# ---- block 1 ----
block_1/gate_families.png
Bar = 20 um.
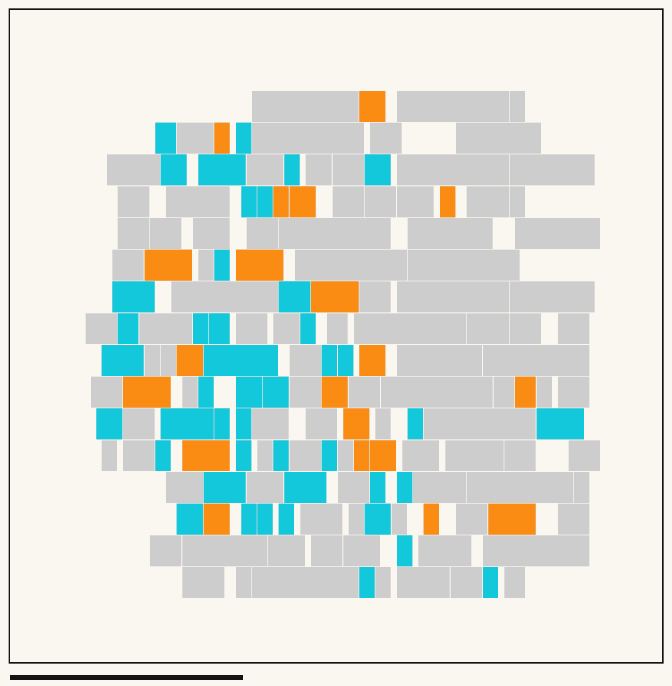

File: config.mk
export PLATFORM = sky130hd
export DESIGN_NAME = duzen_min_digit_reg
export DESIGN_NICKNAME = d
export VERILOG_FILES = /design/src/rtl/duzen_min_pkg.sv /design/src/rtl/duzen_min_seg7.sv /design/src/rtl/duzen_min_digit_reg.sv
export SDC_FILE = /design/constraint.sdc
export NUM_CORES = 1
export LEC_CHECK = 0
export ABC_AREA = 1
export CORE_MARGIN = 5
export CORE_UTILIZATION = 43
export DETAILED_ROUTE_END_ITERATION = 10
export HOLD_SLACK_MARGIN = 0.08
export PLACE_DENSITY = 0.84
export SLEW_MARGIN = 10
export SYNTH_ARGS = -nofsm -noshare
export SYNTH_HDL_FRONTEND = slang
export SYNTH_SLANG_ARGS = --single-unit
File: constraint.sdc
create_clock -name CLK -period 1.5 [get_ports CLK]
set_input_delay 0.15 -clock CLK [delete_from_list [all_inputs] [get_ports CLK]]
set_output_delay 0.15 -clock CLK [all_outputs]
set_load 0.05 [all_outputs]
File: src/rtl/duzen_min_pkg.sv
// Shared definitions for the chronometer digit stages: control states,
// default digit limits and the seven-segment lookup table.
package duzen_min_pkg;

   typedef enum logic [1:0] {
      RUN    = 2'd0,
      ADJUST = 2'd1,
      SETTLE = 2'd2
   } state_e;

   localparam int MAX_DIGIT_DEFAULT = 5;
   localparam int WIDTH_DEFAULT     = 3;

   // Segment order {g,f,e,d,c,b,a}; entry k is the pattern for digit k
   localparam logic [9:0][6:0] SEG7_TABLE = {
      7'h6F, 7'h7F, 7'h07, 7'h7D, 7'h6D,
      7'h66, 7'h4F, 7'h5B, 7'h06, 7'h3F
   };
   localparam logic [6:0] SEG7_BLANK = 7'h00;

   function automatic logic [6:0] seg7_of(input logic [3:0] digit);
      if (digit > 4'd9) begin
         return SEG7_BLANK;
      end
      return SEG7_TABLE[digit];
   endfunction

endpackage

File: src/rtl/duzen_min_seg7.sv
// Combinational digit-to-segment decoder; values above MAX_DIGIT blank
// the display. MAX_DIGIT is expected to be at most 9.
module duzen_min_seg7
   import duzen_min_pkg::*;
#(
   parameter int WIDTH     = WIDTH_DEFAULT,
   parameter int MAX_DIGIT = MAX_DIGIT_DEFAULT
) (
   input  logic [WIDTH-1:0] digit_i,
   output logic [6:0]       seg_o
);

   localparam logic [WIDTH-1:0] MAX_V = WIDTH'(MAX_DIGIT);

   always_comb begin
      seg_o = SEG7_BLANK;
      if (digit_i <= MAX_V) begin
         seg_o = seg7_of(4'(digit_i));
      end
   end

endmodule

File: src/rtl/duzen_min_digit_reg.sv
// Tens-of-minutes digit register: counts on the units-minute carry in run
// mode, takes per-bit SET/RST excitation while adjusting, drives segments.
module duzen_min_digit_reg
   import duzen_min_pkg::*;
#(
   parameter int MAX_DIGIT = MAX_DIGIT_DEFAULT,
   parameter int WIDTH     = WIDTH_DEFAULT
) (
   input  logic             CLK,
   input  logic             RESET,
   input  logic             EN,
   input  logic             ADJ,
   input  logic [WIDTH-1:0] SET,
   input  logic [WIDTH-1:0] RST,
   input  logic             ERR_CLR,
   output logic [WIDTH-1:0] Q,
   output logic             CARRY,
   output logic [6:0]       SEG,
   output logic             ERR
);

   localparam logic [WIDTH-1:0] MAX_V = WIDTH'(MAX_DIGIT);
   localparam logic [WIDTH-1:0] ONE_V = WIDTH'(1);

   state_e           state_q, state_d;
   logic [WIDTH-1:0] q_q, q_d;
   logic [6:0]       seg_q, seg_d;
   logic             carry_q, carry_d;
   logic             err_q, err_d;
   logic             err_new;

   logic [WIDTH-1:0] sr_resolved;
   logic [WIDTH-1:0] sr_conflict;

   // Exactly one of SET/RST drives the bit to SET's value; none or both hold it
   for (genvar gi = 0; gi < WIDTH; gi++) begin : g_sr
      assign sr_resolved[gi] = (SET[gi] ^ RST[gi]) ? SET[gi] : q_q[gi];
      assign sr_conflict[gi] = SET[gi] & RST[gi];
   end

   always_comb begin
      state_d = state_q;
      q_d     = q_q;
      carry_d = 1'b0;
      err_new = 1'b0;
      case (state_q)
         RUN: begin
            if (ADJ) begin
               state_d = ADJUST;
            end else if (EN) begin
               if (q_q == MAX_V) begin
                  q_d     = '0;
                  carry_d = 1'b1;
               end else begin
                  q_d = q_q + ONE_V;
               end
            end
         end
         ADJUST: begin
            if (!ADJ) begin
               state_d = SETTLE;
            end
            err_new = |sr_conflict;
            if (sr_resolved > MAX_V) begin
               q_d     = '0;
               err_new = 1'b1;
            end else begin
               q_d = sr_resolved;
            end
         end
         SETTLE: begin
            state_d = ADJ ? ADJUST : RUN;
         end
         default: begin
            state_d = RUN;
         end
      endcase
      // A fresh error outranks a clear request on the same cycle
      err_d = err_new | (err_q & ~ERR_CLR);
   end

   // Decoding next-Q lets the segment register land on the same edge as Q
   duzen_min_seg7 #(
      .WIDTH     (WIDTH),
      .MAX_DIGIT (MAX_DIGIT)
   ) u_seg7 (
      .digit_i (q_d),
      .seg_o   (seg_d)
   );

   always_ff @(posedge CLK or posedge RESET) begin
      if (RESET) begin
         state_q <= RUN;
         q_q     <= '0;
         seg_q   <= SEG7_TABLE[0];
         carry_q <= 1'b0;
         err_q   <= 1'b0;
      end else begin
         state_q <= state_d;
         q_q     <= q_d;
         seg_q   <= seg_d;
         carry_q <= carry_d;
         err_q   <= err_d;
      end
   end

   assign Q     = q_q;
   assign SEG   = seg_q;
   assign CARRY = carry_q;
   assign ERR   = err_q;

endmodule
# ---- block 2 ----
`src/rtl/seq_pkg.sv`:
```
// Shared types and constants for the serial receive path.
// Holds the deframer state encoding, the byte type and default framing constants.
// No logic; imported by every receive-side block.
package seq_pkg;

  typedef logic [7:0] byte_t;

  typedef enum logic [1:0] {
    HUNT    = 2'd0,
    PAYLOAD = 2'd1,
    CHECK   = 2'd2
  } state_e;

  localparam byte_t SYNC_BYTE_DEF = 8'hA5;
  localparam int    FRAME_LEN_DEF = 4;

endpackage

```
`src/rtl/seq_shift_window.sv`:
```
// LSB-first 8-bit shift window with a saturating fill counter (0..8).
// Window and fill are registered; next-window and "fill reaches 8" are
// exposed combinationally so the caller can match on the bit being sampled.
module seq_shift_window
  import seq_pkg::*;
(
  input  logic  clk_i,
  input  logic  rst_i,
  input  logic  clear_i,   // clears the fill count only; window contents kept
  input  logic  shift_i,   // accepted bit this cycle
  input  logic  bit_i,
  output byte_t win_d_o,   // window including the bit being sampled
  output byte_t win_q_o,   // registered window
  output logic  full_d_o   // fill count is 8 including the bit being sampled
);

  byte_t      win_q, win_d;
  logic [3:0] fill_q, fill_d;

  // Next window and fill: newest bit enters at bit 7, so the oldest of the
  // last eight bits lands in bit 0 (arrival order == bit order).
  always_comb begin
    win_d  = win_q;
    fill_d = fill_q;
    if (clear_i) begin
      fill_d = 4'd0;
    end else if (shift_i) begin
      win_d = {bit_i, win_q[7:1]};
      if (fill_q != 4'd8) fill_d = fill_q + 4'd1;
    end
  end

  // Window and fill registers.
  always_ff @(posedge clk_i or posedge rst_i) begin
    if (rst_i) begin
      win_q  <= '0;
      fill_q <= '0;
    end else begin
      win_q  <= win_d;
      fill_q <= fill_d;
    end
  end

  assign win_d_o  = win_d;
  assign win_q_o  = win_q;
  assign full_d_o = (fill_d == 4'd8);

endmodule

```
`src/rtl/seq_deframer.sv`:
```
// Serial-to-byte deframer: hunts a sync byte at any bit offset, then emits
// FRAME_LEN payload bytes per frame and verifies the sync byte between frames.
// Outputs registered; byte strobe one clock after the 8th bit; no backpressure.
module seq_deframer
  import seq_pkg::*;
#(
  parameter byte_t SYNC_BYTE = SYNC_BYTE_DEF,
  parameter int    FRAME_LEN = FRAME_LEN_DEF
) (
  input  logic       clk_i,
  input  logic       rst_i,
  input  logic       enable_i,
  input  logic       bit_en_i,
  input  logic       bit_i,
  output logic [7:0] data_o,
  output logic       valid_o,
  output logic       sof_o,
  output logic       locked_o,
  output logic       sync_err_o
);

  localparam logic [7:0] FRAME_LEN_B = 8'(FRAME_LEN);

  state_e     state_q, state_d;
  logic [2:0] bit_cnt_q, bit_cnt_d;
  logic [7:0] byte_cnt_q, byte_cnt_d;
  logic       sof_arm_q, sof_arm_d;
  byte_t      data_q, data_d;
  logic       valid_q, valid_d;
  logic       sof_q, sof_d;
  logic       err_q, err_d;
  logic       locked_q;

  logic       accept;
  byte_t      win_d;
  byte_t      win_q_unused;
  logic       full_d;

  assign accept = enable_i & bit_en_i;

  seq_shift_window u_window (
    .clk_i    (clk_i),
    .rst_i    (rst_i),
    .clear_i  (~enable_i),
    .shift_i  (accept),
    .bit_i    (bit_i),
    .win_d_o  (win_d),
    .win_q_o  (win_q_unused),
    .full_d_o (full_d)
  );

  // Next-state, counters and strobes; strobes default low every cycle.
  always_comb begin
    state_d    = state_q;
    bit_cnt_d  = bit_cnt_q;
    byte_cnt_d = byte_cnt_q;
    sof_arm_d  = sof_arm_q;
    data_d     = data_q;
    valid_d    = 1'b0;
    sof_d      = 1'b0;
    err_d      = 1'b0;

    if (!enable_i) begin
      // Abandon any partial byte silently.
      state_d    = HUNT;
      bit_cnt_d  = '0;
      byte_cnt_d = '0;
      sof_arm_d  = 1'b0;
    end else if (bit_en_i) begin
      unique case (state_q)
        HUNT: begin
          if (full_d && (win_d == SYNC_BYTE)) begin
            state_d    = PAYLOAD;
            bit_cnt_d  = '0;
            byte_cnt_d = '0;
            sof_arm_d  = 1'b1;
          end
        end
        PAYLOAD: begin
          bit_cnt_d = bit_cnt_q + 3'd1;
          if (bit_cnt_q == 3'd7) begin
            data_d     = win_d;
            valid_d    = 1'b1;
            sof_d      = sof_arm_q;
            sof_arm_d  = 1'b0;
            byte_cnt_d = byte_cnt_q + 8'd1;
            if (byte_cnt_q + 8'd1 == FRAME_LEN_B) begin
              state_d = CHECK;
            end
          end
        end
        CHECK: begin
          bit_cnt_d = bit_cnt_q + 3'd1;
          if (bit_cnt_q == 3'd7) begin
            byte_cnt_d = '0;
            if (win_d == SYNC_BYTE) begin
              state_d   = PAYLOAD;
              sof_arm_d = 1'b1;
            end else begin
              // Fill is already saturated at 8 here, so HUNT can realign
              // on the very next bit (one-bit slip).
              state_d = HUNT;
              err_d   = 1'b1;
            end
          end
        end
        default: state_d = HUNT;
      endcase
    end
  end

  // State, counters and registered outputs.
  always_ff @(posedge clk_i or posedge rst_i) begin
    if (rst_i) begin
      state_q    <= HUNT;
      bit_cnt_q  <= '0;
      byte_cnt_q <= '0;
      sof_arm_q  <= 1'b0;
      data_q     <= '0;
      valid_q    <= 1'b0;
      sof_q      <= 1'b0;
      err_q      <= 1'b0;
      locked_q   <= 1'b0;
    end else begin
      state_q    <= state_d;
      bit_cnt_q  <= bit_cnt_d;
      byte_cnt_q <= byte_cnt_d;
      sof_arm_q  <= sof_arm_d;
      data_q     <= data_d;
      valid_q    <= valid_d;
      sof_q      <= sof_d;
      err_q      <= err_d;
      locked_q   <= (state_d != HUNT);
    end
  end

  assign data_o     = data_q;
  assign valid_o    = valid_q;
  assign sof_o      = sof_q;
  assign locked_o   = locked_q;
  assign sync_err_o = err_q;

endmodule

```
`config.mk`:
```
export PLATFORM = sky130hd
export DESIGN_NAME = seq_deframer
export DESIGN_NICKNAME = d
export VERILOG_FILES = /design/src/rtl/seq_pkg.sv /design/src/rtl/seq_shift_window.sv /design/src/rtl/seq_deframer.sv
export SDC_FILE = /design/constraint.sdc
export NUM_CORES = 1
export LEC_CHECK = 0
export CORE_MARGIN = 4
export CORE_UTILIZATION = 50
export CTS_BUF_LIST = sky130_fd_sc_hd__clkbuf_16
export CTS_CLUSTER_DIAMETER = 30
export DETAILED_ROUTE_END_ITERATION = 8
export GPL_ROUTABILITY_DRIVEN = 0
export PLACE_DENSITY = 0.78
export SYNTH_ARGS = -nofsm -noshare
export SYNTH_HDL_FRONTEND = slang
export SYNTH_SLANG_ARGS = --single-unit
```
`constraint.sdc`:
```
create_clock -name clk_i -period 2.95 [get_ports clk_i]
set_input_delay 0.59 -clock clk_i [delete_from_list [all_inputs] [get_ports clk_i]]
set_output_delay 0.59 -clock clk_i [all_outputs]
set_load 0.03 [all_outputs]
```

==> gallery <==
Routed metal, one color a layer.
Bar = 20 um.
image #1
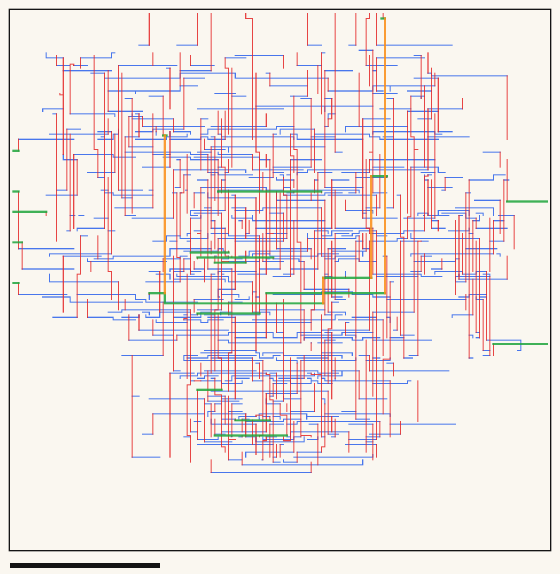
image #2
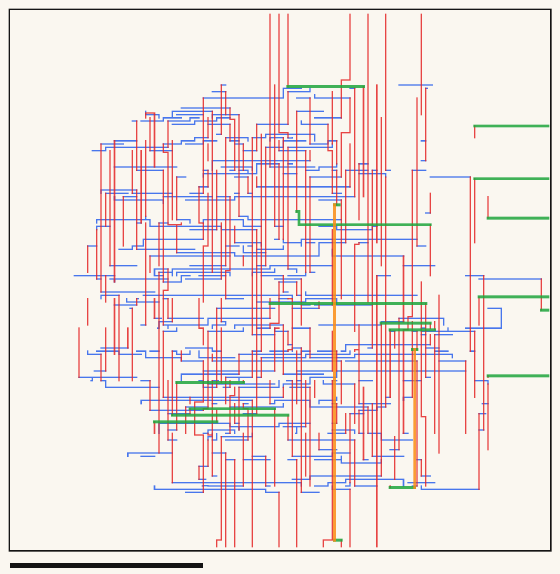
image #1: block 2
image #2: block 1

Key to image #1:
layer	color	wire length
met1	blue	2010 um
met2	red	2020 um
met3	green	128 um
met4	orange	74.8 um

block_2/density.png
7 x 7 tiles, from dark blue (low) to red (high), 0 to 100% covered.
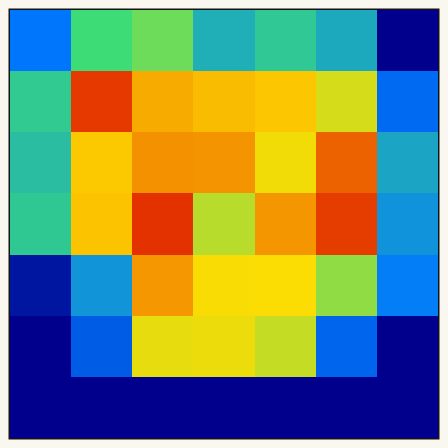
fullest tile	95%
emptiest ninth of the die	south-west
nearly empty tiles	20%
mean over tiles	47%

==> results.cfg, block 2 <==
; generated from flow reports
[run_status]
outcome = finished, final reports clean

[global_routing]
grt_max_degree = 39
use_met3_pct = 2.909
grt_usage_pct = 17.91

[critical_path]
worst_path_max_delay_cell = clkdlybuf4s50_1
timing.rr.start = u_window.fill_q[0]$_DFF_PP0_
worstSetupPathType = input port to flop
cp_top_family = AND-OR/OR-AND gates
cp.depth = 7

[power]
p_per_area_mw_per_mm2 = 560.7
p_clk_uw = 672
ir_worst_vdd_mv = 0.3813
netSwitchingPower_uw = 293.3

[detailed_routing]
viasPerCell = 5.708
via_count = 1524
dr_wl_met2_um = 2018

[cts]
worstSkewPairLatency_ps = 280
cts_tree = yes
post_cts_resized = 0
clock_path_buffers = 2

[floorplan]
pin_count = 17
dieWidth_um = 72.20

[synth]
synth_area_mm2 = 0.002061
yosysMostFrequentCell = dfrtp_1
synth_warnings = 0
synth.ff_latch_count = 38
yosys.area.top_type = dfrtp_1
fp_nets = 204

[job]
tool_warnings = 30

[final_layout]
largest_class = multi-input combinational cells
nClkBuffers = 5
final_cells = 267
seq_share_pct = 37.85

[final_timing]
fin_skew_ps = 4.448
final.setup.tns_ps = 0
## block 2: layout by cell type, fill, tap and decap left out, types with 2 or more instances in the layout
cell / instances
nand3_1: 6
a21oi_1: 3
a21boi_0: 2
a211oi_1: 6
mux2i_1: 3
inv_1: 12
nand4b_1: 2
nand2_1: 15
buf_4: 10
o32ai_1: 3
nor2_1: 4
and3_1: 3
dfrtp_1: 38
nand3b_1: 2
bufinv_16: 2
o21ai_1: 2
nor4bb_1: 4
nand2b_1: 3
o21ai_0: 4
or3_1: 4
nand4_1: 5
ha_1: 9
clkdlybuf4s50_1: 16
a31oi_1: 2
nor2b_1: 7
and2_1: 4
mux2_2: 18
clkbuf_16: 5
## block 2: sequential cells by signal, summed over array words and instances (netlist names)
signal            count
sof_o                 1
sof_arm_q             1
valid_o               1
u_window.fill_q       4
bit_cnt_q             3
state_q               2
sync_err_o            1
byte_cnt_q            8
locked_o              1
data_o                8
u_window.win_q_o      8
## block 2: logic make-up after synthesis
kind of cell,Yosys count,synth area share [%]
compound gates,34,12.75
xor+xnor,1,0.4251
simple gates,67,19.85
buf+inv,20,4.067
flops,38,46.14
mux,21,11.29
fa+ha+maj,9,5.465
block_1/clock_map.png
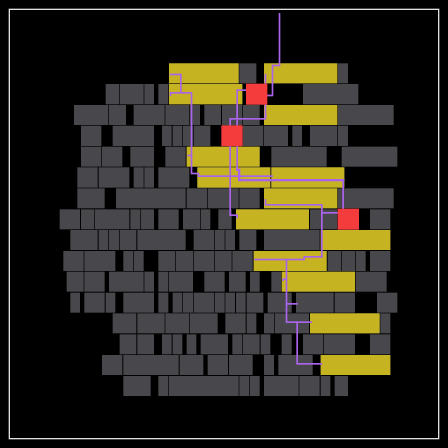
[clock wires] purple | length: 152 um
[flip-flops] yellow | count: 14
[cells driving clock nets] red | count: 3
routed clock nets	4

## Picture notes: block_1/gate_families.png
family	color	cells
NOR gates	orange	20
NAND gates	cyan	44

==> results.cfg, block 1 <==
; generated from flow reports
[critical_path]
reg2reg_to = SEG[3]$_DFF_PP1_
timing.rr.start = Q[1]$_DFF_PP0_
cp-end-kind = flop
regToRegSetupSlack_ps = -130
critPathArrivalTime_ps = 1850

[run_status]
outcome = finished with violations
violations = setup timing

[detailed_routing]
wl_met1_um = 1033
dr_wl_met3_um = 121
dr.pass1.iters = 4

[global_routing]
use_met3_pct = 3.016
grt_overflow = 0
grt_usage_pct = 17.47

[final_layout]
comb_area_um2 = 568.0
final_cells = 188
nNonClkInverters = 18
nonClkBufAreaFrac_pct = 29.33

[min_path]
hold_path_class = input port to async pin

[final_timing]
min_period_over_period_pct = 108.8
final.setup.worst_slack_ps = -132.0
setup_viol = 6
rsz0062_at_grt = true

[floorplan]
pin_count = 23
fp.dieH_um = 55.87

[power]
netSwitchingPower_mw = 1.053
p_per_area_mw_per_mm2 = 1562
maxPowerGroup = combinational cells
power_combinational_mw = 1.46

[synth]
topCombFamilyByArea = simple AND/OR/NAND/NOR gates
ys_seq_share_pct = 39.56

[cts]
cts_tree = yes
clock_path_buffers = 2
[block 1: worst register-to-register path, delay by kind of cell, from the launching register on]
family	cells	cell delay, ps
DFF	1	480
adders and majority gates	1	320
and+or+nand+nor	7	660
buffers and inverters	1	130
[block 1: how the worst max path moves through the flow]
stage / startpoint / endpoint / cells past startpoint
floorplan: Q[2]$_DFF_PP0_ / SEG[6]$_DFF_PP0_ / 9
global placement: SET[2] / SEG[6]$_DFF_PP0_ / 11
detailed placement: RST[2] / SEG[6]$_DFF_PP0_ / 12
CTS: state_q[1]$_DFFE_PP0P_ / SEG[6]$_DFF_PP0_ / 10
global route: Q[1]$_DFF_PP0_ / SEG[6]$_DFF_PP0_ / 9
finish: Q[1]$_DFF_PP0_ / SEG[3]$_DFF_PP1_ / 9
[block 1: timing repair]
action / CTS / global route
endpoints found under the setup margin: 6 / 6
resized: 20 / 9
buffers inserted: 1 / 2
pin swaps: 11 / 11

